# ---- oam_dma ----
--- config.mk ---
export PLATFORM = sky130hd
export DESIGN_NAME = oam_dma
export DESIGN_NICKNAME = d
export VERILOG_FILES = /design/src/rtl/cpu_bus_pkg.sv /design/src/rtl/oam_dma.sv
export SDC_FILE = /design/constraint.sdc
export NUM_CORES = 1
export LEC_CHECK = 0
export ABC_AREA = 1
export CAP_MARGIN = 15
export CELL_PAD_IN_SITES_DETAIL_PLACEMENT = 1
export CELL_PAD_IN_SITES_GLOBAL_PLACEMENT = 1
export CORE_AREA = 8 8 76 78
export CTS_CLUSTER_SIZE = 14
export DETAILED_ROUTE_END_ITERATION = 8
export DIE_AREA = 0 0 84 86
export HOLD_SLACK_MARGIN = 0.08
export PLACE_DENSITY = 0.95
export RECOVER_POWER = 25
export SLEW_MARGIN = 25
export SYNTH_ARGS = -nofsm -noshare
export SYNTH_HDL_FRONTEND = slang
export SYNTH_SLANG_ARGS = --single-unit
--- constraint.sdc ---
create_clock -name clk -period 3.43 [get_ports clk]
set_clock_uncertainty 0.05 [all_clocks]
set_input_delay 0.686 -clock clk [delete_from_list [all_inputs] [get_ports clk]]
set_output_delay 0.686 -clock clk [all_outputs]
set_load 0.005 [all_outputs]
--- src/rtl/cpu_bus_pkg.sv ---
// Purpose: shared CPU-bus definitions for the sprite DMA engine.
//   dma_state_t  : engine FSM states
//   PPU_OAMDATA  : PPU register index of OAMDATA
//   APU_OAMDMA   : CPU address that starts a sprite DMA
//   OAM_XFER_LEN : bytes copied per sprite DMA
package cpu_bus_pkg;

    typedef enum logic [2:0] {
        IDLE,
        HALT,
        ALIGN,
        READ,
        WRITE
    } dma_state_t;

    localparam logic [2:0]  PPU_OAMDATA  = 3'd4;
    localparam logic [15:0] APU_OAMDMA   = 16'h4014;
    localparam int unsigned OAM_XFER_LEN = 256;

endpackage

--- src/rtl/oam_dma.sv ---
// Purpose: sprite DMA engine. A CPU write of P to DMA_REG_ADDR halts the CPU
// and copies WRAM $PP00-$PPFF into the PPU OAMDATA register, one byte per
// READ/WRITE pair. One extra ALIGN cycle is inserted when the halt lands on
// an odd parity cycle.
// Ports:
//   clk          in   system clock (cpu/WRAM domain)
//   reset        in   asynchronous reset, active low
//   cpu_addr     in   CPU address bus
//   cpu_data     in   CPU write data
//   cpu_we       in   CPU write strobe, active high
//   rdy          out  CPU ready; 0 halts the CPU
//   dma_active   out  engine owns the WRAM address bus and PPU port
//   dma_addr     out  WRAM read address {page, index}
//   wram_rdata   in   WRAM read data, one cycle after dma_addr
//   ppu_reg_addr out  PPU register index
//   ppu_wdata    out  PPU register write data
//   ppu_WE       out  PPU register write enable, active high
//   ppu_reg_cs   out  PPU register chip select, active low
module oam_dma
    import cpu_bus_pkg::*;
#(
    parameter logic [15:0] DMA_REG_ADDR = APU_OAMDMA,
    parameter logic [2:0]  OAM_DATA_REG = PPU_OAMDATA,
    parameter int unsigned XFER_BYTES   = OAM_XFER_LEN
) (
    input  logic        clk,
    input  logic        reset,
    input  logic [15:0] cpu_addr,
    input  logic [7:0]  cpu_data,
    input  logic        cpu_we,
    output logic        rdy,
    output logic        dma_active,
    output logic [15:0] dma_addr,
    input  logic [7:0]  wram_rdata,
    output logic [2:0]  ppu_reg_addr,
    output logic [7:0]  ppu_wdata,
    output logic        ppu_WE,
    output logic        ppu_reg_cs
);

    localparam logic [7:0] LAST_INDEX = 8'(XFER_BYTES - 1);

    dma_state_t r_state;
    logic [7:0] r_page;
    logic [7:0] r_index;
    logic       r_parity;
    logic       w_trigger;

    // Only IDLE accepts a trigger, so a write landing on the WRITE->IDLE
    // edge or anywhere mid-transfer is dropped without extra logic.
    assign w_trigger = (r_state == IDLE) && cpu_we && (cpu_addr == DMA_REG_ADDR);

    always_ff @(posedge clk or negedge reset) begin
        if (!reset) begin
            r_state  <= IDLE;
            r_page   <= '0;
            r_index  <= '0;
            r_parity <= 1'b0;
        end else begin
            r_parity <= ~r_parity;
            case (r_state)
                IDLE: begin
                    if (w_trigger) begin
                        r_page  <= cpu_data;
                        r_index <= '0;
                        r_state <= HALT;
                    end
                end
                HALT: begin
                    r_state <= r_parity ? ALIGN : READ;
                end
                ALIGN: begin
                    r_state <= READ;
                end
                READ: begin
                    r_state <= WRITE;
                end
                WRITE: begin
                    // The last byte always terminates; index never wraps
                    // into a second pass.
                    if (r_index == LAST_INDEX) begin
                        r_state <= IDLE;
                    end else begin
                        r_index <= r_index + 8'd1;
                        r_state <= READ;
                    end
                end
                default: begin
                    r_state <= IDLE;
                end
            endcase
        end
    end

    always_comb begin
        rdy          = 1'b1;
        dma_active   = 1'b0;
        dma_addr     = {r_page, r_index};
        ppu_reg_addr = '0;
        ppu_wdata    = '0;
        ppu_WE       = 1'b0;
        ppu_reg_cs   = 1'b1;
        case (r_state)
            IDLE: begin
                rdy = 1'b1;
            end
            HALT: begin
                rdy = 1'b0;
            end
            ALIGN, READ: begin
                rdy        = 1'b0;
                dma_active = 1'b1;
            end
            WRITE: begin
                rdy          = 1'b0;
                dma_active   = 1'b1;
                ppu_reg_cs   = 1'b0;
                ppu_WE       = 1'b1;
                ppu_reg_addr = OAM_DATA_REG;
                // WRAM read issued in READ arrives now; forward unregistered.
                ppu_wdata    = wram_rdata;
            end
            default: begin
                rdy = 1'b1;
            end
        endcase
    end

endmodule

# ---- fifo_ptr_ctrl ----
## src/rtl/fifo_ptr_ctrl_pkg.sv

```systemverilog
// fifo_ptr_pkg: shared types and helpers for the async FIFO pointer logic.
//   ptr_mode_e     : selects write-side (full) or read-side (empty) behaviour
//   DEF_ADDR_WIDTH : default memory address width
//   bin2gray       : binary to reflected Gray code (callers truncate to width)
package fifo_ptr_pkg;

    typedef enum logic {
        PTR_WR = 1'b0,
        PTR_RD = 1'b1
    } ptr_mode_e;

    localparam int DEF_ADDR_WIDTH = 4;

    function automatic logic [31:0] bin2gray(input logic [31:0] b);
        return b ^ (b >> 1);
    endfunction

endpackage

```

## src/rtl/fifo_ptr_ctrl_gray2bin.sv

```systemverilog
// gray2bin: purely combinational Gray-to-binary converter.
//   i_gray : Gray-coded input, WIDTH bits
//   o_bin  : binary equivalent, WIDTH bits
// Each binary bit is the XOR of all Gray bits at or above its position.
module gray2bin #(
    parameter int WIDTH = 5
) (
    input  logic [WIDTH-1:0] i_gray,
    output logic [WIDTH-1:0] o_bin
);

    for (genvar i = 0; i < WIDTH; i++) begin : g_bit
        assign o_bin[i] = ^i_gray[WIDTH-1:i];
    end

endmodule

```

## src/rtl/fifo_ptr_ctrl.sv

```systemverilog
// fifo_ptr_ctrl: single-clock-domain pointer and flag controller for one side
// of an async FIFO (write side reports full, read side reports empty).
//   clk, rst_n    : domain clock, asynchronous active-low reset
//   inc           : advance request (write or read strobe)
//   remote_gptr   : opposite side's Gray pointer, already synchronised to clk
//   clr_err       : clears the sticky error flag
//   adr           : memory address (low bits of binary pointer)
//   ptr           : registered Gray pointer for the other domain's synchroniser
//   status        : full (PTR_WR) / empty (PTR_RD), registered
//   almost        : almost-full / almost-empty, registered
//   level         : registered occupancy, 0..DEPTH
//   err           : sticky, set by inc while status is high
module fifo_ptr_ctrl
    import fifo_ptr_pkg::*;
#(
    parameter int        ADDR_WIDTH    = DEF_ADDR_WIDTH,
    parameter ptr_mode_e MODE          = PTR_WR,
    parameter int        ALMOST_THRESH = 2
) (
    input  logic                  clk,
    input  logic                  rst_n,
    input  logic                  inc,
    input  logic [ADDR_WIDTH:0]   remote_gptr,
    input  logic                  clr_err,
    output logic [ADDR_WIDTH-1:0] adr,
    output logic [ADDR_WIDTH:0]   ptr,
    output logic                  status,
    output logic                  almost,
    output logic [ADDR_WIDTH:0]   level,
    output logic                  err
);

    localparam int   PW       = ADDR_WIDTH + 1;
    localparam int   DEPTH    = 1 << ADDR_WIDTH;
    // Read side comes out of reset empty and almost-empty.
    localparam logic RST_FLAG = (MODE == PTR_RD);

    if (ADDR_WIDTH < 2 || ALMOST_THRESH < 1 || ALMOST_THRESH > DEPTH - 1) begin : g_bad_param
        $error("fifo_ptr_ctrl: ADDR_WIDTH must be >= 2 and ALMOST_THRESH in 1..DEPTH-1");
    end

    logic [PW-1:0] r_bin, r_gptr, r_level;
    logic          r_status, r_almost, r_err;

    logic [PW-1:0] w_bnext, w_gnext, w_rbin, w_level_next;
    logic          w_status_next, w_almost_next, w_viol;

    // A blocked inc leaves the pointer alone; the same condition sets err.
    assign w_viol  = inc & r_status;
    assign w_bnext = r_bin + PW'(inc & ~r_status);
    assign w_gnext = PW'(bin2gray(32'(w_bnext)));

    gray2bin #(.WIDTH(PW)) u_g2b (
        .i_gray (remote_gptr),
        .o_bin  (w_rbin)
    );

    if (MODE == PTR_WR) begin : g_wr
        // Full when we are exactly one lap ahead: top two Gray bits inverted.
        assign w_status_next = (w_gnext == {~remote_gptr[ADDR_WIDTH -: 2],
                                            remote_gptr[ADDR_WIDTH-2:0]});
        assign w_level_next  = w_bnext - w_rbin;
        assign w_almost_next = (w_level_next >= PW'(DEPTH - ALMOST_THRESH));
    end else begin : g_rd
        assign w_status_next = (w_gnext == remote_gptr);
        assign w_level_next  = w_rbin - w_bnext;
        assign w_almost_next = (w_level_next <= PW'(ALMOST_THRESH));
    end

    always_ff @(posedge clk or negedge rst_n) begin
        if (!rst_n) begin
            r_bin    <= '0;
            r_gptr   <= '0;
            r_level  <= '0;
            r_status <= RST_FLAG;
            r_almost <= RST_FLAG;
            r_err    <= 1'b0;
        end else begin
            r_bin    <= w_bnext;
            r_gptr   <= w_gnext;
            r_level  <= w_level_next;
            r_status <= w_status_next;
            r_almost <= w_almost_next;
            // A new violation wins over a simultaneous clear.
            r_err    <= w_viol | (r_err & ~clr_err);
        end
    end

    assign adr    = r_bin[ADDR_WIDTH-1:0];
    assign ptr    = r_gptr;
    assign status = r_status;
    assign almost = r_almost;
    assign level  = r_level;
    assign err    = r_err;

endmodule

```

## config.mk

```make
export PLATFORM = sky130hd
export DESIGN_NAME = fifo_ptr_ctrl
export DESIGN_NICKNAME = d
export VERILOG_FILES = /design/src/rtl/fifo_ptr_ctrl_pkg.sv /design/src/rtl/fifo_ptr_ctrl_gray2bin.sv /design/src/rtl/fifo_ptr_ctrl.sv
export SDC_FILE = /design/constraint.sdc
export NUM_CORES = 1
export LEC_CHECK = 0
export CAP_MARGIN = 5
export CORE_AREA = 2 2 40 70
export CTS_CLUSTER_DIAMETER = 200
export DETAILED_ROUTE_END_ITERATION = 16
export DIE_AREA = 0 0 42 72
export PLACE_DENSITY = 0.65
export SLEW_MARGIN = 20
export SYNTH_ARGS = -nofsm -noshare
export SYNTH_HDL_FRONTEND = slang
export SYNTH_HIERARCHICAL = 1
export SYNTH_SLANG_ARGS = --single-unit
```

## constraint.sdc

```tcl
create_clock -name clk -period 2.55 [get_ports clk]
set_input_delay 0.255 -clock clk [delete_from_list [all_inputs] [get_ports clk]]
set_output_delay 0.255 -clock clk [all_outputs]
set_load 0.01 [all_outputs]
```

Fig. 1: oam_dma, pin placement
Scale: 6 px per um. Pins as bars across the die edge, other pins in grey.
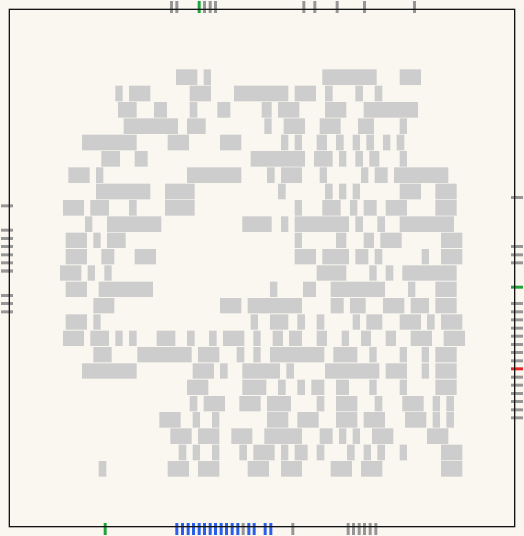
Green marks ppu_reg_addr, pins 3, direction output, edge 1 bottom, 1 top, 1 right. Blue marks cpu_addr, pins 16, direction input, edge bottom. Red marks ppu_reg_cs, pins 1, direction output, edge right.
All pins by edge: 25 bottom, 20 right, 11 top, 10 left.
number of port buffers: 63
horizontal die size: 84 um
Die Span Y: 86 um

Fig. 2: oam_dma, port wiring
Scale: 3 px per um.
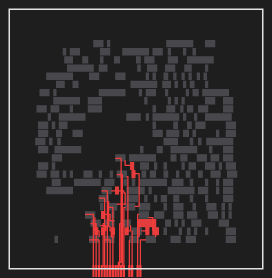
Red marks cpu_addr, bits 16, direction input, edge bottom, end cells 11, buffers 16, wire 404 um.
number of top-level design ports: 66

==> flow_metrics.rpt, oam_dma <==
IMPLEMENTATION SUMMARY REPORT
----------------------------------------------------
[Routing]
  Total iterations of the first detailed-routing run ........................ 4
  Total length of routed met3 wires ........................ 236 um
  Average vias per placed instance ........................ 4.370
  Top layer reached by signal wires ........................ met4
  Detailed-routed wire length on met2 ........................ 2048 um

[Clocking]
  Post-CTS clock slew at the launch and capture registers of the worst setup and hold paths ........................ 0.08 ns
  Root Buffer Master ........................ clkbuf_8
  CTS tree ........................ yes

[Setup path]
  Nature of the critical path endpoint ........................ output pin
  Worst path required time ........................ 2.69 ns
  Top fanout value on the critical path ........................ 11
  R2R Path End ........................ r_index[7]$_DFFE_PN0P_

[Synthesis]
  Cell type with the largest total area ........................ dfrtp_1
  Fraction of post-synthesis cell area in the top cell type by area ........................ 38.20%
  Unique cell types ........................ 26

[Power and ir drop]
  Static leakage power ........................ 0.9789 nW
  Proportion of power drawn by combinational gates ........................ 48.3%

[Final layout]
  Flop count ........................ 20
  Share of the core filled with cells in the final layout ........................ 43.48%
  Fraction of cell area in non-clock buffers ........................ 31.23%
  Clock Network Area Fraction ........................ 2.753%

[Flow run]
  Maxcap violations ........................ 0
  Number of logged tool warnings ........................ 26

[STA]
  Final tally of hold violations ........................ 0
  Measured slew at the worst slew-check pin ........................ 1.141 ns
  Final Setup Violations ........................ 0

[Global route]
  First-pass GRT wire length ........................ 6348 um
  Number of antenna violations at the first check in global routing ........................ 0

[Outcome]
  Outcome ........................ completed

----------------------------------------------------
oam_dma: worst max-delay path, stage by stage, from the launching register on:
cell and delay [ns]:
dfrtp_1 0.44, nor2_4 0.07, nand2_2 0.20, clkinv_4 0.12
nor3_1 0.18, clkdlybuf4s50_1 0.53
oam_dma: sequential cells by signal, indices dropped and copies added, names as in the netlist:
register,cells
r_page,8
r_index,8
r_parity,1
r_state,3
oam_dma: logic make-up (layout without fill, tap and decap cells):
kind of cell,count (synthesis),after routing,share of synthesized area [%]
and+or+nand+nor,86,86,35.53
buffers and inverters,43,103,15.57
DFF,20,20,38.20
AOI/OAI and AO/OA,13,13,8.118
xor gates and xnor gates,2,2,1.337
adders and majority gates,1,1,0.9550
other,1,2,0.2863
oam_dma: cells in the final DEF (no fill, tap or decap), types with 2 or more instances in the layout:
cell and n:
clkdlybuf4s50_1 62, inv_1 33, nand2_1 30, nor2_1 22
dfrtp_1 20, o21ai_2 8, nand3_2 8, nand2_2 7
nand3_1 6, clkbuf_8 4, nor2_4 3, o211ai_1 3
nor2_2 3, nor3_1 2, nand3_4 2, xor2_1 2
or2_2 2, conb_1 2
Fig. 3: fifo_ptr_ctrl, cells by drive strength
Scale: 8 px per um.
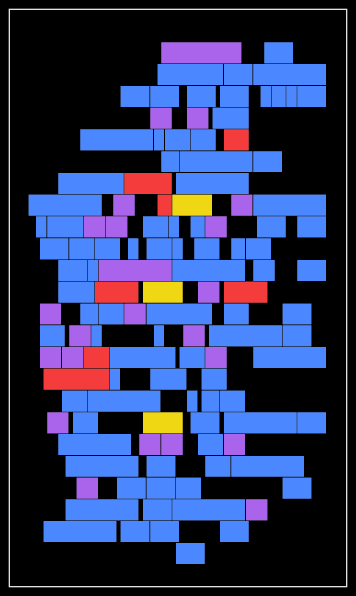
Purple marks _3 and _4 cells, cells 23, share 19%, most used buf_4. Yellow marks _6 and larger, cells 3, share 2.5%, most used clkbuf_8. Blue marks _0 and _1 cells, cells 89, share 73%, most used clkdlybuf4s50_1. Red marks _2 cells, cells 7, share 5.7%, most used nor2b_2.
cell area after layout: 0.001454 mm^2
final setup slack of the worst path: 0.1162 ns

==> flow_metrics.rpt, fifo_ptr_ctrl <==
IMPLEMENTATION SUMMARY REPORT
----------------------------------------------------
[Outcome]
  Outcome ........................ completed

[Setup path]
  Type of the worst setup path ........................ in -> reg
  Worst path required time ........................ 2.70 ns

[Routing]
  Average routed wire per standard cell ........................ 13.43 um

[Synthesis]
  Flip-flops with a built-in enable ........................ 0
  Most common library cells after synthesis ........................ dfrtp_1, inv_1, xor2_1
  Post-synthesis share of cell area spent on and, or, nand and nor gates ........................ 5.132%
  Mean instance size in the synthesized netlist ........................ 12.85 um^2
  Netlist Area Pre-Place ........................ 950.9 um^2
  Number of warnings issued by yosys ........................ 6

[STA]
  Upper clock frequency limit ........................ 410.9 MHz
  Final tally of hold violations ........................ 0

[Global route]
  GRT Resource Usage Total ........................ 14.22%

[Final layout]
  Most common cell after layout, fill and taps aside ........................ clkdlybuf4s50_1

[Clocking]
  Root Buffer Master ........................ clkbuf_8

[Place]
  Last weighted congestion value of the routability-driven placer ........................ 0.7895

----------------------------------------------------
[fifo_ptr_ctrl: worst min path at each step]
| stage | from | to | slack (ns) |
|---|---|---|---|
| after detailed placement | status$_DFF_PN0_ | err$_DFF_PN0_ | 0.51 |
| after global routing | rst_n | ptr[1]$_DFF_PN0_ | 0.54 |
| after CTS | rst_n | r_bin[2]$_DFF_PN0_ | 0.49 |
| after global placement | status$_DFF_PN0_ | err$_DFF_PN0_ | 0.50 |
| final | rst_n | r_bin[2]$_DFF_PN0_ | 0.45 |
| after floorplan | rst_n | almost$_DFF_PN0_ | -0.04 |
[fifo_ptr_ctrl: critical path: stages]
cell and delay (ns):
clkdlybuf4s50_1 0.41, nor2b_2 0.15, ha_1 0.19, buf_4 0.14
ha_2 0.21, xor2_1 0.15, ha_1 0.33, a221oi_1 0.38
xnor2_1 0.14, a31o_1 0.21
[fifo_ptr_ctrl: metrics by stage]
step | total power, mW | worst slack, ns | instances
global route | 2.397 | 0.01260 | 148
finish | 2.226 | 0.1162 | 148
global placement | 1.939 | -0.1864 | 143
detailed placement | 1.965 | -0.2439 | 143
CTS | 2.178 | 0.01980 | 147
floorplan | 1.259 | 0.1583 | 74

==> gallery <==
Placement view.
shot_01.png
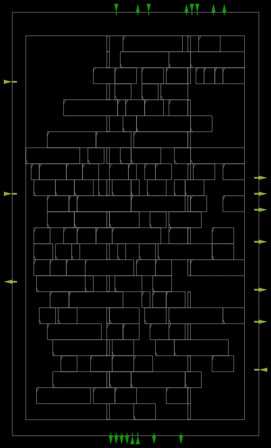
shot_02.png
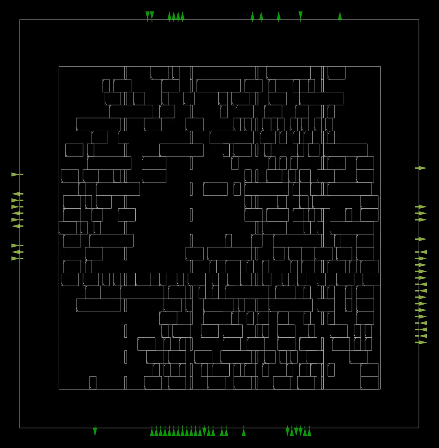
- shot_01.png = fifo_ptr_ctrl
- shot_02.png = oam_dma
Of these, highest utilization: shot_01.png


# ---- hex_input_entry_flat ----
[config.mk]
export PLATFORM = sky130hd
export DESIGN_NAME = hex_input_entry_flat
export DESIGN_NICKNAME = d
export VERILOG_FILES = /design/src/rtl/hex_input_entry_pkg.sv /design/src/rtl/hex_input_entry_if.sv /design/src/rtl/hex_input_entry_btn_debounce.sv /design/src/rtl/hex_input_entry.sv /design/src/flat_wrapper.sv
export SDC_FILE = /design/constraint.sdc
export NUM_CORES = 1
export LEC_CHECK = 0
export CAP_MARGIN = 40
export CORE_MARGIN = 5
export CORE_UTILIZATION = 40
export CTS_CLUSTER_DIAMETER = 40
export DETAILED_ROUTE_END_ITERATION = 8
export GPL_TIMING_DRIVEN = 0
export PLACE_DENSITY_LB_ADDON = 0.08
export SLEW_MARGIN = 10
export SYNTH_ARGS = -nofsm -noshare
export SYNTH_HDL_FRONTEND = slang
export SYNTH_SLANG_ARGS = --single-unit
export TNS_END_PERCENT = 10
[constraint.sdc]
create_clock -name CLK -period 2.5 [get_ports CLK]
set_clock_uncertainty 0.2 [all_clocks]
set_input_delay 0.375 -clock CLK [delete_from_list [all_inputs] [get_ports CLK]]
set_output_delay 0.375 -clock CLK [all_outputs]
set_load 0.02 [all_outputs]
[src/rtl/hex_input_entry_pkg.sv]
// Shared types and constants for the hex input entry block: word geometry,
// FSM encoding and the saturating nibble-count helper.
package hex_input_entry_pkg;

   localparam int WORD_W  = 32;
   localparam int NIBBLES = 8;
   localparam int NIB_W   = 4;

   typedef enum logic {
      ST_ENTRY = 1'b0,
      ST_HOLD  = 1'b1
   } entry_state_t;

   // Count of entered nibbles; sticks at NIBBLES once the word is full.
   function automatic logic [3:0] sat_inc(input logic [3:0] count);
      return (count >= 4'(NIBBLES)) ? 4'(NIBBLES) : count + 4'd1;
   endfunction

endpackage

[src/rtl/hex_input_entry_if.sv]
// Word handoff to the CPU external input port: valid/ack handshake.
// master = hex entry block (producer), slave = CPU side (consumer).
interface hex_input_entry_if;
   import hex_input_entry_pkg::*;

   logic [WORD_W-1:0] inData;
   logic              inValid;
   logic              dataAck;

   modport master (output inData, output inValid, input dataAck);
   modport slave  (input inData, input inValid, output dataAck);

endinterface

[src/rtl/hex_input_entry_btn_debounce.sv]
// Push-button conditioner: 2-flop synchronizer, stable-level debounce counter
// and a registered single-cycle pulse on each accepted press (0->1 only).
module btn_debounce #(
   parameter int DEBOUNCE_CYCLES = 1_000_000,
   parameter int CNT_W           = 20
) (
   input  logic CLK,
   input  logic res,
   input  logic raw,
   output logic pulse
);

   localparam logic [CNT_W-1:0] CNT_MAX = CNT_W'(DEBOUNCE_CYCLES - 1);

   logic             sync1;
   logic             sync2;
   logic             stable;
   logic [CNT_W-1:0] cnt;

   // Synchronize the raw level, then accept a change only after it has held
   // for DEBOUNCE_CYCLES consecutive samples; any bounce restarts the count.
   // NOTE: non-blocking assignments here so every flop samples the values from
   // before this edge; blocking would collapse the synchronizer into one stage.
   always_ff @(posedge CLK) begin
      if (!res) begin
         sync1  <= 1'b0;
         sync2  <= 1'b0;
         stable <= 1'b0;
         cnt    <= '0;
         pulse  <= 1'b0;
      end else begin
         sync1 <= raw;
         sync2 <= sync1;
         pulse <= 1'b0;
         if (sync2 == stable) begin
            cnt <= '0;
         end else if (cnt == CNT_MAX) begin
            stable <= sync2;
            cnt    <= '0;
            // stable differs from sync2 here, so sync2=1 means a 0->1 press
            pulse  <= sync2;
         end else begin
            cnt <= cnt + CNT_W'(1);
         end
      end
   end

endmodule

[src/rtl/hex_input_entry.sv]
// Hex word entry: ENTER shifts the switch nibble into a 32-bit entry word,
// COMMIT hands the word to the CPU and waits for dataAck before accepting
// another commit. The live entry word is exported for display preview.
module hex_input_entry
   import hex_input_entry_pkg::*;
#(
   parameter int DEBOUNCE_CYCLES = 1_000_000,
   parameter int CNT_W           = 20
) (
   input  logic                CLK,
   input  logic                res,
   input  logic [NIB_W-1:0]    nibbleSw,
   input  logic                enterBtn,
   input  logic                commitBtn,
   hex_input_entry_if.master   cpu,
   output logic [WORD_W-1:0]   entryWord,
   output logic [3:0]          nibbleCount
);

   logic              enter_pulse;
   logic              commit_pulse;
   logic [WORD_W-1:0] eff_word;
   logic [3:0]        eff_count;
   entry_state_t      state;

   btn_debounce #(
      .DEBOUNCE_CYCLES (DEBOUNCE_CYCLES),
      .CNT_W           (CNT_W)
   ) u_enter_db (
      .CLK   (CLK),
      .res   (res),
      .raw   (enterBtn),
      .pulse (enter_pulse)
   );

   btn_debounce #(
      .DEBOUNCE_CYCLES (DEBOUNCE_CYCLES),
      .CNT_W           (CNT_W)
   ) u_commit_db (
      .CLK   (CLK),
      .res   (res),
      .raw   (commitBtn),
      .pulse (commit_pulse)
   );

   // Word and count as they stand once this cycle's ENTER is applied; a
   // simultaneous COMMIT therefore includes the nibble entered on that edge.
   // NOTE: defaults assigned first so every path drives both outputs and no
   // latch is inferred.
   always_comb begin
      eff_word  = entryWord;
      eff_count = nibbleCount;
      if (enter_pulse) begin
         eff_word  = {entryWord[WORD_W-NIB_W-1:0], nibbleSw};
         eff_count = sat_inc(nibbleCount);
      end
   end

   // Entry register, count and ENTRY/HOLD handshake FSM; all outputs registered.
   always_ff @(posedge CLK) begin
      if (!res) begin
         state       <= ST_ENTRY;
         entryWord   <= '0;
         nibbleCount <= '0;
         cpu.inData  <= '0;
         cpu.inValid <= 1'b0;
      end else begin
         entryWord   <= eff_word;
         nibbleCount <= eff_count;
         case (state)
            ST_ENTRY: begin
               // Empty commits are ignored; dataAck has no meaning here.
               if (commit_pulse && (eff_count != 4'd0)) begin
                  cpu.inData  <= eff_word;
                  cpu.inValid <= 1'b1;
                  entryWord   <= '0;
                  nibbleCount <= '0;
                  state       <= ST_HOLD;
               end
            end
            ST_HOLD: begin
               // inData frozen; commits are dropped, not queued.
               if (cpu.dataAck) begin
                  cpu.inValid <= 1'b0;
                  state       <= ST_ENTRY;
               end
            end
            default: state <= ST_ENTRY;
         endcase
      end
   end

endmodule

[src/flat_wrapper.sv]
// flat-port wrapper written by rule: the top's interface ports become plain ports
module hex_input_entry_flat import hex_input_entry_pkg::*;
#(
   parameter int DEBOUNCE_CYCLES = 1_000_000,
   parameter int CNT_W           = 20
)
  (CLK, res, nibbleSw, enterBtn, commitBtn, entryWord, nibbleCount, cpu_inData, cpu_inValid, cpu_dataAck);
  hex_input_entry_if cpu_i ();
  input  logic CLK;
  input  logic res;
  input  logic [NIB_W-1:0] nibbleSw;
  input  logic enterBtn;
  input  logic commitBtn;
  output logic [WORD_W-1:0] entryWord;
  output logic [3:0] nibbleCount;
  output wire logic [$bits(cpu_i.inData)-1:0] cpu_inData;
  output wire logic [$bits(cpu_i.inValid)-1:0] cpu_inValid;
  input wire logic [$bits(cpu_i.dataAck)-1:0] cpu_dataAck;
  assign cpu_inData = cpu_i.inData;
  assign cpu_inValid = cpu_i.inValid;
  assign cpu_i.dataAck = cpu_dataAck;
  hex_input_entry #(.DEBOUNCE_CYCLES(DEBOUNCE_CYCLES), .CNT_W(CNT_W)) u_core (.CLK(CLK), .res(res), .nibbleSw(nibbleSw), .enterBtn(enterBtn), .commitBtn(commitBtn), .cpu(cpu_i), .entryWord(entryWord), .nibbleCount(nibbleCount));
endmodule
# ---- alu_op_sequencer ----
===== config.mk =====
export PLATFORM = sky130hd
export DESIGN_NAME = alu_op_sequencer
export DESIGN_NICKNAME = d
export VERILOG_FILES = /design/src/rtl/alu_op_sequencer.sv
export SDC_FILE = /design/constraint.sdc
export NUM_CORES = 1
export LEC_CHECK = 0
export ABC_AREA = 1
export ABC_CLOCK_PERIOD_IN_PS = 1220
export CORE_MARGIN = 2
export CORE_UTILIZATION = 35
export CTS_CLUSTER_DIAMETER = 80
export DETAILED_ROUTE_END_ITERATION = 10
export HOLD_SLACK_MARGIN = 0.03
export PLACE_DENSITY_LB_ADDON = 0.15
export SETUP_SLACK_MARGIN = 0.05
export SLEW_MARGIN = 20
export SYNTH_ARGS = -nofsm -noshare
export SYNTH_HDL_FRONTEND = slang
export SYNTH_SLANG_ARGS = --single-unit

===== constraint.sdc =====
create_clock -name clk -period 1.22 [get_ports clk]
set_clock_uncertainty 0.1 [all_clocks]
set_input_delay 0.244 -clock clk [delete_from_list [all_inputs] [get_ports clk]]
set_output_delay 0.244 -clock clk [all_outputs]
set_load 0.005 [all_outputs]

===== src/rtl/alu_op_sequencer.sv =====
// Registered request/response wrapper around a combinational 2-bit ALU.
// Optional divide-by-zero trap enabled by defining ALU_SEQ_DIV0_TRAP_EN.
module alu_op_sequencer #(
    parameter int unsigned DATA_W     = 2,
    parameter int unsigned RES_W      = 3,
    parameter int unsigned SETTLE_CYC = 1
) (
    input  logic              clk,
    input  logic              rst_n,
    input  logic              req_valid,
    output logic              req_ready,
    input  logic [DATA_W-1:0] req_a,
    input  logic [DATA_W-1:0] req_b,
    input  logic [1:0]        req_op,
    output logic [DATA_W-1:0] alu_a,
    output logic [DATA_W-1:0] alu_b,
    output logic [1:0]        alu_sel,
    input  logic [RES_W-1:0]  alu_out,
    input  logic              alu_carry,
    output logic              rsp_valid,
    input  logic              rsp_ready,
    output logic [RES_W-1:0]  rsp_result,
    output logic              rsp_carry,
    output logic              rsp_div0,
    output logic [7:0]        op_count
);

    localparam int unsigned OP_W  = 2;
    localparam int unsigned CNT_W = (SETTLE_CYC > 1) ? $clog2(SETTLE_CYC) : 1;
    localparam int unsigned OPC_W = 8;
    localparam logic [OP_W-1:0] OP_DIV = 2'b11;

    // Reject configurations the datapath cannot support.
    generate
        if (SETTLE_CYC == 0 || RES_W != DATA_W + 1) begin : g_cfg_check
            $error("alu_op_sequencer: SETTLE_CYC must be >= 1 and RES_W must equal DATA_W+1");
        end
    endgenerate

    typedef enum logic [1:0] {
        IDLE   = 2'd0,
        SETTLE = 2'd1,
        HOLD   = 2'd2
    } state_e;

    state_e              state_q,      state_d;
    logic [CNT_W-1:0]    settle_cnt_q, settle_cnt_d;
    logic [DATA_W-1:0]   alu_a_q,      alu_a_d;
    logic [DATA_W-1:0]   alu_b_q,      alu_b_d;
    logic [OP_W-1:0]     alu_sel_q,    alu_sel_d;
    logic                rsp_valid_q,  rsp_valid_d;
    logic [RES_W-1:0]    rsp_result_q, rsp_result_d;
    logic                rsp_carry_q,  rsp_carry_d;
    logic                rsp_div0_q,   rsp_div0_d;
    logic [OPC_W-1:0]    op_count_q,   op_count_d;
    logic                div0_hit;

    // Divide-by-zero detection on the operands currently held on the ALU.
    always_comb begin
        div0_hit = 1'b0;
`ifdef ALU_SEQ_DIV0_TRAP_EN
        div0_hit = (alu_sel_q == OP_DIV) && (alu_b_q == '0);
`endif
    end

    // Next-state and datapath update.
    always_comb begin
        state_d      = state_q;
        settle_cnt_d = settle_cnt_q;
        alu_a_d      = alu_a_q;
        alu_b_d      = alu_b_q;
        alu_sel_d    = alu_sel_q;
        rsp_valid_d  = rsp_valid_q;
        rsp_result_d = rsp_result_q;
        rsp_carry_d  = rsp_carry_q;
        rsp_div0_d   = rsp_div0_q;
        op_count_d   = op_count_q;

        case (state_q)
            IDLE: begin
                if (req_valid) begin
                    alu_a_d      = req_a;
                    alu_b_d      = req_b;
                    alu_sel_d    = req_op;
                    settle_cnt_d = CNT_W'(SETTLE_CYC - 1);
                    state_d      = SETTLE;
                end
            end
            SETTLE: begin
                if (settle_cnt_q == '0) begin
                    rsp_result_d = div0_hit ? '1 : alu_out;
                    rsp_carry_d  = alu_carry;
                    rsp_div0_d   = div0_hit;
                    rsp_valid_d  = 1'b1;
                    state_d      = HOLD;
                end else begin
                    settle_cnt_d = settle_cnt_q - CNT_W'(1);
                end
            end
            HOLD: begin
                if (rsp_valid_q && rsp_ready) begin
                    rsp_valid_d = 1'b0;
                    op_count_d  = op_count_q + OPC_W'(1);
                    state_d     = IDLE;
                end
            end
            default: begin
                state_d     = IDLE;
                rsp_valid_d = 1'b0;
            end
        endcase
    end

    always_ff @(posedge clk) begin
        if (!rst_n) begin
            state_q      <= IDLE;
            settle_cnt_q <= '0;
            alu_a_q      <= '0;
            alu_b_q      <= '0;
            alu_sel_q    <= '0;
            rsp_valid_q  <= 1'b0;
            rsp_result_q <= '0;
            rsp_carry_q  <= 1'b0;
            rsp_div0_q   <= 1'b0;
            op_count_q   <= '0;
        end else begin
            state_q      <= state_d;
            settle_cnt_q <= settle_cnt_d;
            alu_a_q      <= alu_a_d;
            alu_b_q      <= alu_b_d;
            alu_sel_q    <= alu_sel_d;
            rsp_valid_q  <= rsp_valid_d;
            rsp_result_q <= rsp_result_d;
            rsp_carry_q  <= rsp_carry_d;
            rsp_div0_q   <= rsp_div0_d;
            op_count_q   <= op_count_d;
        end
    end

    assign req_ready  = (state_q == IDLE);
    assign alu_a      = alu_a_q;
    assign alu_b      = alu_b_q;
    assign alu_sel    = alu_sel_q;
    assign rsp_valid  = rsp_valid_q;
    assign rsp_result = rsp_result_q;
    assign rsp_carry  = rsp_carry_q;
    assign rsp_div0   = rsp_div0_q;
    assign op_count   = op_count_q;

endmodule


# ---- seg_reg_bank_agu ----
**src/rtl/seg_pkg.sv**
```systemverilog
// seg_pkg: shared segment indices, reset value and PA width helper (SEG_A20_EN widens PA by one bit)
package seg_pkg;
    localparam int SEG_SEL_W = 2;
    localparam int SEG_CS = 0;
    localparam int SEG_DS = 1;
    localparam int SEG_ES = 2;
    localparam int SEG_SS = 3;
    localparam logic [15:0] SEG_CS_RST = 16'hFFFF;
    // With A20 the carry out of segment*16 + offset is kept as an extra address bit
    function automatic int pa_width(input int seg_w);
`ifdef SEG_A20_EN
        return seg_w + 5;
`else
        return seg_w + 4;
`endif
    endfunction
endpackage

```
**src/rtl/seg_pa_adder.sv**
```systemverilog
// seg_pa_adder: combinational segment*16 + offset; result width from pa_width (SEG_A20_EN keeps the carry)
module seg_pa_adder
    import seg_pkg::*;
#(
    parameter int SEG_W = 16,
    parameter int OFF_W = 16
) (
    input  logic [SEG_W-1:0]           i_seg,
    input  logic [OFF_W-1:0]           i_off,
    output logic [pa_width(SEG_W)-1:0] o_pa
);
    localparam int PA_W = pa_width(SEG_W);
    // Both operands zero-extended to PA_W: wraps at 2**(SEG_W+4) unless A20 adds the carry bit
    always_comb o_pa = PA_W'({i_seg, 4'b0}) + PA_W'(i_off);
endmodule

```
**src/rtl/seg_reg_bank_agu.sv**
```systemverilog
// seg_reg_bank_agu: segment register bank with write-first read port, override latch, 1-cycle AGU and MOV SS interrupt inhibit (option SEG_A20_EN)
module seg_reg_bank_agu
    import seg_pkg::*;
#(
    parameter int NUM_SEGS = 4,
    parameter int SEL_W = SEG_SEL_W,
    parameter int SEG_W = 16,
    parameter int OFF_W = 16,
    parameter int CS_IDX = SEG_CS,
    parameter int SS_IDX = SEG_SS,
    parameter logic [SEG_W-1:0] CS_RST = SEG_W'(SEG_CS_RST)
) (
    input  logic                       clk,
    input  logic                       rst,
    input  logic                       i_wr_en,
    input  logic [SEL_W-1:0]           i_wr_sel,
    input  logic [SEG_W-1:0]           i_wr_data,
    input  logic                       i_rd_en,
    input  logic [SEL_W-1:0]           i_rd_sel,
    output logic [SEG_W-1:0]           o_rd_data,
    output logic                       o_rd_valid,
    input  logic                       i_ovr_set,
    input  logic [SEL_W-1:0]           i_ovr_sel,
    input  logic                       i_inst_bnd,
    input  logic                       i_agu_req,
    input  logic [SEL_W-1:0]           i_agu_sel,
    input  logic                       i_agu_use_ovr,
    input  logic [OFF_W-1:0]           i_agu_off,
    output logic [pa_width(SEG_W)-1:0] o_pa,
    output logic                       o_pa_valid,
    output logic                       o_ovr_active,
    output logic                       o_int_inhibit,
    output logic                       o_sel_err
);
    localparam int PA_W = pa_width(SEG_W);
    localparam int NSEL = 2 ** SEL_W;

    logic [SEG_W-1:0] r_seg [NUM_SEGS];
    logic [SEG_W-1:0] w_seg_ext [NSEL];
    logic [SEG_W-1:0] r_rd_data;
    logic             r_rd_valid;
    logic [PA_W-1:0]  r_pa;
    logic             r_pa_valid;
    logic             r_ovr_active;
    logic [SEL_W-1:0] r_ovr_sel;
    logic [1:0]       r_inh_cnt;
    logic             r_int_inhibit;
    logic             r_sel_err;
    logic             w_wr_ok;
    logic             w_ss_wr;
    logic [SEL_W-1:0] w_agu_sel;
    logic [SEG_W-1:0] w_rd_seg;
    logic [SEG_W-1:0] w_agu_seg;
    logic [PA_W-1:0]  w_pa;
    logic             w_sel_err;
    logic [1:0]       w_cnt_nxt;

    function automatic logic in_rng(input logic [SEL_W-1:0] s);
        return {1'b0, s} < (SEL_W + 1)'(NUM_SEGS);
    endfunction

    // Pad the bank to the full select space so unimplemented indices read as zero
    for (genvar g = 0; g < NSEL; g++) begin : g_ext
        if (g < NUM_SEGS) begin : g_in
            assign w_seg_ext[g] = r_seg[g];
        end else begin : g_out
            assign w_seg_ext[g] = '0;
        end
    end

    // Select decode, write-first forwarding and inhibit counter next state
    always_comb begin
        w_wr_ok   = i_wr_en && in_rng(i_wr_sel);
        w_ss_wr   = w_wr_ok && (i_wr_sel == SEL_W'(SS_IDX));
        w_agu_sel = (i_agu_use_ovr && r_ovr_active) ? r_ovr_sel : i_agu_sel;
        w_rd_seg  = (w_wr_ok && i_wr_sel == i_rd_sel) ? i_wr_data : w_seg_ext[i_rd_sel];
        w_agu_seg = (w_wr_ok && i_wr_sel == w_agu_sel) ? i_wr_data : w_seg_ext[w_agu_sel];
        w_sel_err = (i_wr_en && !in_rng(i_wr_sel)) || (i_rd_en && !in_rng(i_rd_sel)) ||
                    (i_agu_req && !in_rng(w_agu_sel)) || (i_ovr_set && !in_rng(i_ovr_sel));
        w_cnt_nxt = w_ss_wr ? 2'd2 : (i_inst_bnd && r_inh_cnt != 2'd0) ? r_inh_cnt - 2'd1 : r_inh_cnt;
    end

    seg_pa_adder #(.SEG_W(SEG_W), .OFF_W(OFF_W)) u_adder (
        .i_seg (w_agu_seg),
        .i_off (i_agu_off),
        .o_pa  (w_pa)
    );

    // Segment register storage; out-of-range writes never reach the bank
    always_ff @(posedge clk) begin
        for (int i = 0; i < NUM_SEGS; i++) begin
            if (rst) r_seg[i] <= (i == CS_IDX) ? CS_RST : '0;
            else if (w_wr_ok && i_wr_sel == SEL_W'(i)) r_seg[i] <= i_wr_data;
        end
    end

    // Registered read/AGU results, override latch (set beats clear) and inhibit window
    always_ff @(posedge clk) begin
        if (rst) begin
            r_rd_data     <= '0;
            r_rd_valid    <= 1'b0;
            r_pa          <= '0;
            r_pa_valid    <= 1'b0;
            r_ovr_active  <= 1'b0;
            r_ovr_sel     <= '0;
            r_inh_cnt     <= 2'd0;
            r_int_inhibit <= 1'b0;
            r_sel_err     <= 1'b0;
        end else begin
            if (i_rd_en) r_rd_data <= w_rd_seg;
            r_rd_valid <= i_rd_en;
            if (i_agu_req) r_pa <= w_pa;
            r_pa_valid <= i_agu_req;
            if (i_ovr_set) begin
                r_ovr_active <= 1'b1;
                r_ovr_sel    <= i_ovr_sel;
            end else if (i_inst_bnd) begin
                r_ovr_active <= 1'b0;
            end
            r_inh_cnt     <= w_cnt_nxt;
            r_int_inhibit <= (w_cnt_nxt != 2'd0);
            r_sel_err     <= w_sel_err;
        end
    end

    assign o_rd_data     = r_rd_data;
    assign o_rd_valid    = r_rd_valid;
    assign o_pa          = r_pa;
    assign o_pa_valid    = r_pa_valid;
    assign o_ovr_active  = r_ovr_active;
    assign o_int_inhibit = r_int_inhibit;
    assign o_sel_err     = r_sel_err;
endmodule
```
**config.mk**
```make
export PLATFORM = sky130hd
export DESIGN_NAME = seg_reg_bank_agu
export DESIGN_NICKNAME = d
export VERILOG_FILES = /design/src/rtl/seg_pkg.sv /design/src/rtl/seg_pa_adder.sv /design/src/rtl/seg_reg_bank_agu.sv
export SDC_FILE = /design/constraint.sdc
export NUM_CORES = 1
export LEC_CHECK = 0
export CORE_ASPECT_RATIO = 0.7
export CORE_MARGIN = 3
export CORE_UTILIZATION = 24
export CTS_BUF_LIST = sky130_fd_sc_hd__clkbuf_4 sky130_fd_sc_hd__clkbuf_8 sky130_fd_sc_hd__clkbuf_16
export DETAILED_ROUTE_END_ITERATION = 16
export HOLD_SLACK_MARGIN = 0.15
export SYNTH_ARGS = -nofsm -noshare
export SYNTH_HDL_FRONTEND = slang
export SYNTH_SLANG_ARGS = --single-unit
```
**constraint.sdc**
```tcl
create_clock -name clk -period 4 [get_ports clk]
set_input_delay 0.4 -clock clk [delete_from_list [all_inputs] [get_ports clk]]
set_output_delay 0.4 -clock clk [all_outputs]
set_load 0.05 [all_outputs]
```

==> layout pictures side by side <==
Port wiring.
image #1
Scale: 1.5 px per um.
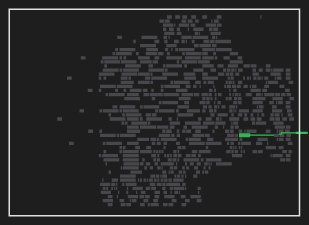
image #2
Scale: 2 px per um.
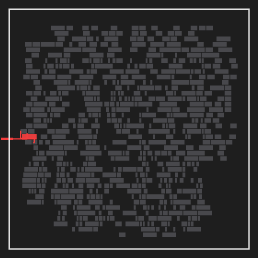
image #3
Scale: 4 px per um.
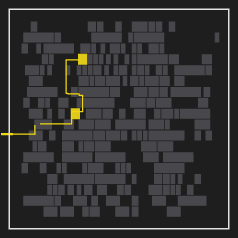
image #1: seg_reg_bank_agu
image #2: hex_input_entry_flat
image #3: alu_op_sequencer
- fewest cells: image #3

Fig. 4: seg_reg_bank_agu, gate-type map
Scale: 2 px per um.
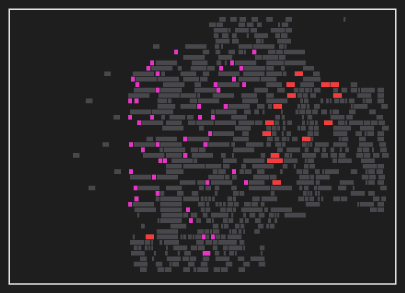
Red marks fa/ha/maj cells, cells 15, most used ha_1. Magenta marks and/or cells, cells 47, most used and2_1.
multi-input combinational area share: 37.93%
most common cell after layout, fill and taps aside: clkdlybuf4s50_1
Finished Layout Cells: 927

==> flow_metrics.rpt, seg_reg_bank_agu <==
IMPLEMENTATION SUMMARY REPORT
----------------------------------------------------
[Synthesis]
  Number of nets at floorplan ........................ 553
  Share of async-settable or async-resettable flops after synthesis ........................ 0%
  Top FF cell, synth ........................ edfxtp_1
  Flip-flops with a built-in enable ........................ 64
  Flip-flop and latch count after synthesis ........................ 108
  Fraction of post-synthesis cell area in the top cell type by area ........................ 32.87%

[Setup path]
  Type of the worst setup path ........................ in -> reg
  Launching element type of the critical path ........................ input pin

[Final layout]
  Antenna diode count ........................ 0

[Global route]
  Total grt overflow ........................ 0

[Min path]
  Hold worst-path end ........................ o_ovr_active$_SDFFE_PP0P_

[Floorplanning]
  Horizontal die size ........................ 192.6 um

[Routing]
  Average vias per placed instance ........................ 4.657
  # DRC ........................ 0

[Outcome]
  Outcome ........................ completed

[STA]
  Max-slew violations ........................ 0

[Clocking]
  Total CTS buffers ........................ 9
  H-tree depth ........................ 3
  Worst-case clock buffer depth ........................ 2
  Quantity of hold-fixing buffers added after cts ........................ 0

[Place]
  Number of port buffers ........................ 87

----------------------------------------------------
seg_reg_bank_agu: timing repair:
| item | 4_1_cts | 5_1_grt |
|---|---|---|
| setup endpoints to repair | 0 | 4 |
| resized | 0 | 5 |
| setup buffers | 0 | 0 |
seg_reg_bank_agu: final cells by class:
| cell class | count | area share [%] |
|---|---|---|
| Tap cell | 318 | 5.203 |
| Clock inverter | 6 | 0.7526 |
| Multi-Input combinational cell | 342 | 37.93 |
| Clock buffer | 10 | 3.125 |
| Timing Repair Buffer | 133 | 15.84 |
| Sequential cell | 108 | 36.67 |
| Inverter | 10 | 0.4908 |
seg_reg_bank_agu: layer usage:
layer,track usage [%],share of wire (%)
met3,4.199,7.7
met4,3.639,1.3
met5,0,0.29
met1,17.23,47
met2,19.24,44
seg_reg_bank_agu: power breakdown:
| group | total (mW) | leakage, nW | internal [mW] | switching, mW |
|---|---|---|---|---|
| sequential | 1.33 | 0.995 | 1.28 | 0.0547 |
| clock | 0.900 | 0.144 | 0.453 | 0.446 |
| combinational | 0.918 | 1.71 | 0.409 | 0.508 |
Fig. 5: hex_input_entry_flat, placement view
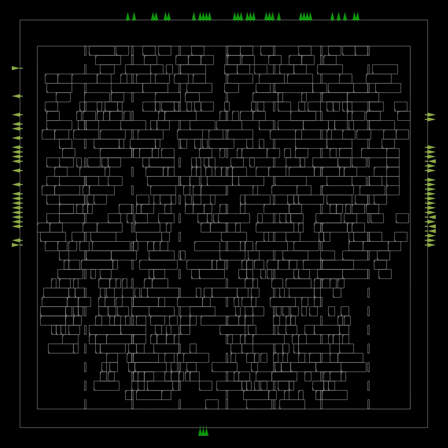
number of fill cells in the layout: 1057
area inside the core boundary: 0.01156 mm^2

Fig. 6: hex_input_entry_flat, gate-type map
Scale: 4 px per um.
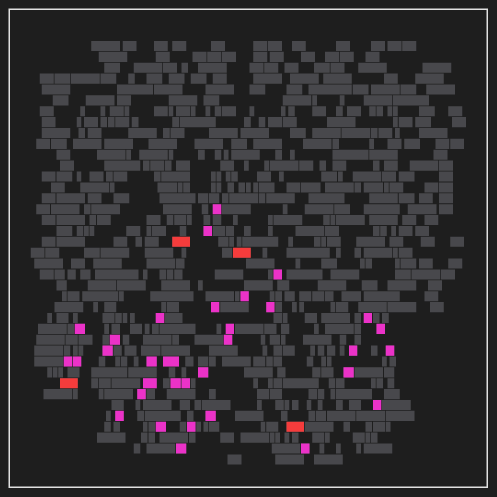
Red marks fa/ha/maj cells, cells 4, most used ha_1. Magenta marks and/or cells, cells 33, most used or3_1.
most common cell after layout, fill and taps aside: dfxtp_1
Finished Layout Cells: 751
multi-input combinational area share: 34.70%

==> flow_metrics.rpt, hex_input_entry_flat <==
IMPLEMENTATION SUMMARY REPORT
----------------------------------------------------
[Outcome]
  Outcome ........................ completed

[Final layout]
  Share of the core filled with cells in the final layout ........................ 54.96%
  Gate Area ........................ 0.002206 mm^2
  Clock Buffer Count ........................ 23
  Relative area change from synthesis to final layout ........................ 33.37%
  Proportion of layout cells with a drive suffix above 1 ........................ 13.32%
  Clock Network Area Fraction ........................ 10.12%
  Antenna diode count ........................ 0

[Synthesis]
  Flip-flops with a built-in enable ........................ 0
  Cell count after synthesis ........................ 500
  Fraction of post-synthesis cell area in the top cell type by area ........................ 49.57%
  Top comb family, area ........................ simple AND/OR/NAND/NOR gates

[Setup path]
  Total number of cells along the worst setup path ........................ 8
  Launch point of the worst reg-to-reg path ........................ u_core.nibbleCount[0]$_SDFF_PN0_
  Crit path launch ........................ u_core.nibbleCount[0]$_SDFF_PN0_
  Top fanout value on the critical path ........................ 10
  Buffers and inverters on the worst path ........................ 3

[Power and ir drop]
  Sequential cell fraction of total power ........................ 41.4%

[Routing]
  Vias after detailed routing ........................ 3962
  Total iterations of the first detailed-routing run ........................ 4
  Total length of routed met3 wires ........................ 663 um
  Average routed wire per standard cell ........................ 15.84 um
  Post-Route M1 WL ........................ 5621 um

[Min path]
  Path category of the worst min-delay check ........................ reg -> reg
  Hold worst-path end ........................ u_core.u_enter_db.sync2$_SDFF_PN0_
  Min-Delay Path Depth ........................ 1

[STA]
  Relative max-transition margin ........................ 50.60%

[Clocking]
  CTS tree ........................ yes
  Quantity of hold-fixing buffers added after cts ........................ 0

[Global route]
  GRT Resource Usage Total ........................ 17.47%

[Place]
  Number of port buffers ........................ 76

----------------------------------------------------
hex_input_entry_flat: power groups by stage:
stage	combinational [mW]	clock, mW	sequential [mW]
finish	0.0530	2.62	1.89
global route	0.0590	2.75	1.89
CTS	0.0542	2.66	1.89
detailed placement	0.0536	0	1.93
global placement	0.0533	0	1.93
floorplan	0.0282	0	1.93
hex_input_entry_flat: registers in the layout (all words and copies together) (netlist names):
signal,flops
u_core.u_commit_db.pulse,1
u_core.cpu.inData,32
u_core.u_commit_db.sync2,1
u_core.cpu.inValid,1
u_core.u_commit_db.cnt,20
u_core.u_enter_db.sync1,1
u_core.entryWord,32
u_core.nibbleCount,4
u_core.u_enter_db.stable,1
u_core.u_commit_db.stable,1
u_core.state,1
u_core.u_enter_db.cnt,20
u_core.u_enter_db.sync2,1
u_core.u_enter_db.pulse,1
u_core.u_commit_db.sync1,1
hex_input_entry_flat: worst register-to-register path: cells and delay by family, from the launching register on:
family                   cells  cell delay [ns]
buffers and inverters        3             0.69
flip-flops                   1             0.45
AND-OR/OR-AND                2             0.42
adder cells (fa/ha/maj)      1             0.29
AND/OR/NAND/NOR              2             0.19
Fig. 7: alu_op_sequencer, placement view
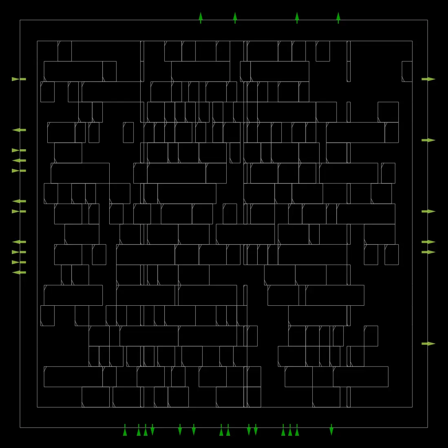
Finished Layout Cells: 210
flop count: 21
Placement Rows: 18

Fig. 8: alu_op_sequencer, cells by drive strength
Scale: 8 px per um.
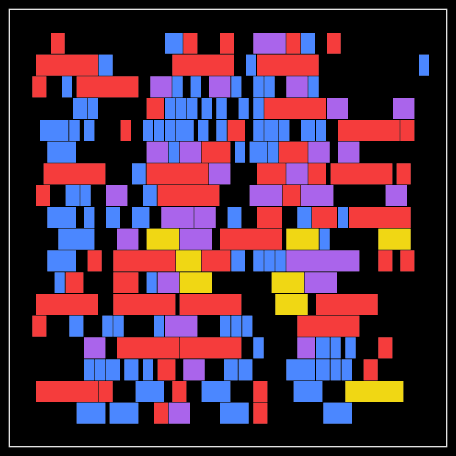
Red marks _2 cells, cells 55, share 31%, most used dfxtp_2. Yellow marks _6 and larger, cells 8, share 4.4%, most used buf_6. Blue marks _0 and _1 cells, cells 89, share 49%, most used nor2_1. Purple marks _3 and _4 cells, cells 28, share 16%, most used buf_4.
relative area change from synthesis to final layout: 67.32%
cell area after layout: 0.001493 mm^2
final setup slack of the worst path: -0.03752 ns
count of plain and timing-repair buffers in the layout: 56

==> flow_metrics.rpt, alu_op_sequencer <==
IMPLEMENTATION SUMMARY REPORT
----------------------------------------------------
[STA]
  Final setup slack of the worst path ........................ -0.03752 ns
  Final tally of hold violations ........................ 0
  RSZ-0062 raised after global routing ........................ yes
  Time the worst path needs with I/O delays and setup ........................ 1.258 ns
  Period utilization ........................ 103.1%
  Final Setup Violations ........................ 7

[Floorplanning]
  Fraction of the core area occupied by cells at floorplan ........................ 36.34%

[Global route]
  Maximum number of pins on one net before global-route repair ........................ 21

[Synthesis]
  Post-synthesis share of cell area spent on and, or, nand and nor gates ........................ 31.14%
  Yosys stat cell total ........................ 123
  Mean instance size in the synthesized netlist ........................ 7.253 um^2

[Setup path]
  Buffers and inverters on the worst path ........................ 2
  Worst path required time ........................ 1.36 ns
  Type of the worst setup path ........................ reg -> reg

[Routing]
  Post-DRT Antenna Nets ........................ 0
  Final WL ........................ 2358 um
  Average vias per placed instance ........................ 4.633

[Power and ir drop]
  Power density over the cells ........................ 897.2 mW/mm^2
  Sequential Power ........................ 0.749 mW
  Internal Pwr Total ........................ 0.9910 mW

[Outcome]
  Failing checks ........................ setup timing
  Outcome ........................ finished, violations left

[Final layout]
  Flip-flop count of the largest register, all copies and words added ........................ 8

[Place]
  Number of port buffers ........................ 33

----------------------------------------------------
-- alu_op_sequencer: cell usage in the layout (no fill, tap or decap) --
cell type	synthesis	routed
nor2_4	1	5
buf_6	1	6
o21ai_2	0	1
nand2_2	3	4
nand3_1	7	3
conb_1	1	1
inv_4	0	1
inv_6	0	1
a21oi_1	5	4
nor2_1	30	28
buf_4	1	16
nand4_1	4	4
clkbuf_4	0	3
buf_2	0	20
ha_4	0	1
nor2_2	3	2
nand3_2	0	4
dlymetal6s2s_1	0	1
clkbuf_1	2	1
nand2_4	0	2
o21ai_0	12	11
inv_2	3	1
a21oi_2	1	2
o21ai_1	1	1
inv_1	11	11
dfxtp_2	0	21
buf_12	0	1
nand2_1	15	12
clkdlybuf4s50_1	0	12
-- alu_op_sequencer: routing by layer --
metal	track usage, %	up-vias	part of all wire (%)
li1	-	503	-
met2	28.51	25	50
met5	0	-	0
met1	20.95	443	45
met4	7.083	0	0.64
met3	2.732	2	4.3
-- alu_op_sequencer: final cells by class --
type                    count  area share (%)
clock buffers               4           1.760
repair buffers             56           29.51
flip-flops and latches     21           29.92
well taps                  30           2.515
multi-input cells          85           32.27
inverters                  14           4.023


==> screenshots <==
Pin placement.
panel A
Scale: 2 px per um. Pins as bars across the die edge, other pins in grey.
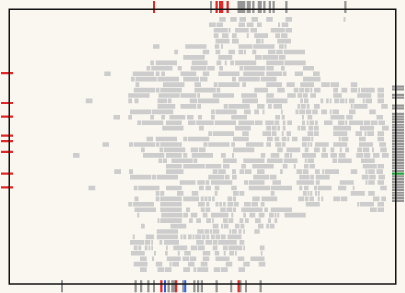
panel B
Scale: 8 px per um. Pins as bars across the die edge, other pins in grey.
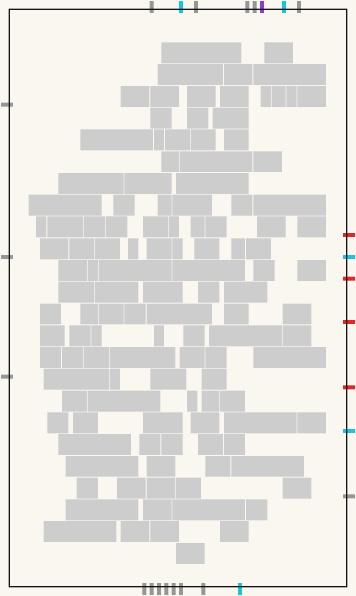
panel C
Scale: 8 px per um. Pins as bars across the die edge, other pins in grey.
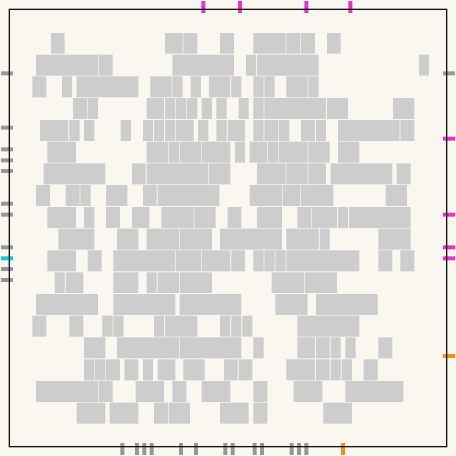
panel D
Scale: 4 px per um. Pins as bars across the die edge, other pins in grey.
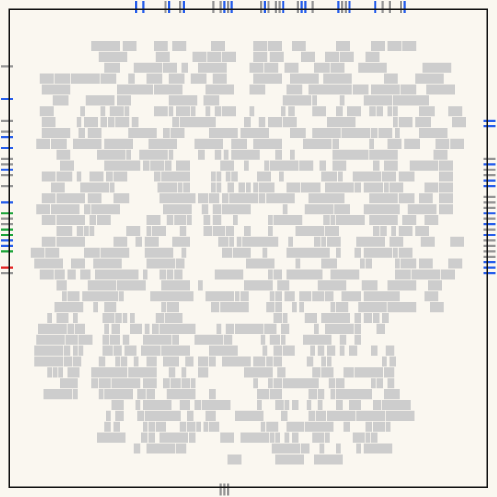
| from | picture |
|---|---|
| hex_input_entry_flat | panel D |
| seg_reg_bank_agu | panel A |
| fifo_ptr_ctrl | panel B |
| alu_op_sequencer | panel C |

Power is estimated from default activity; no workload was simulated.
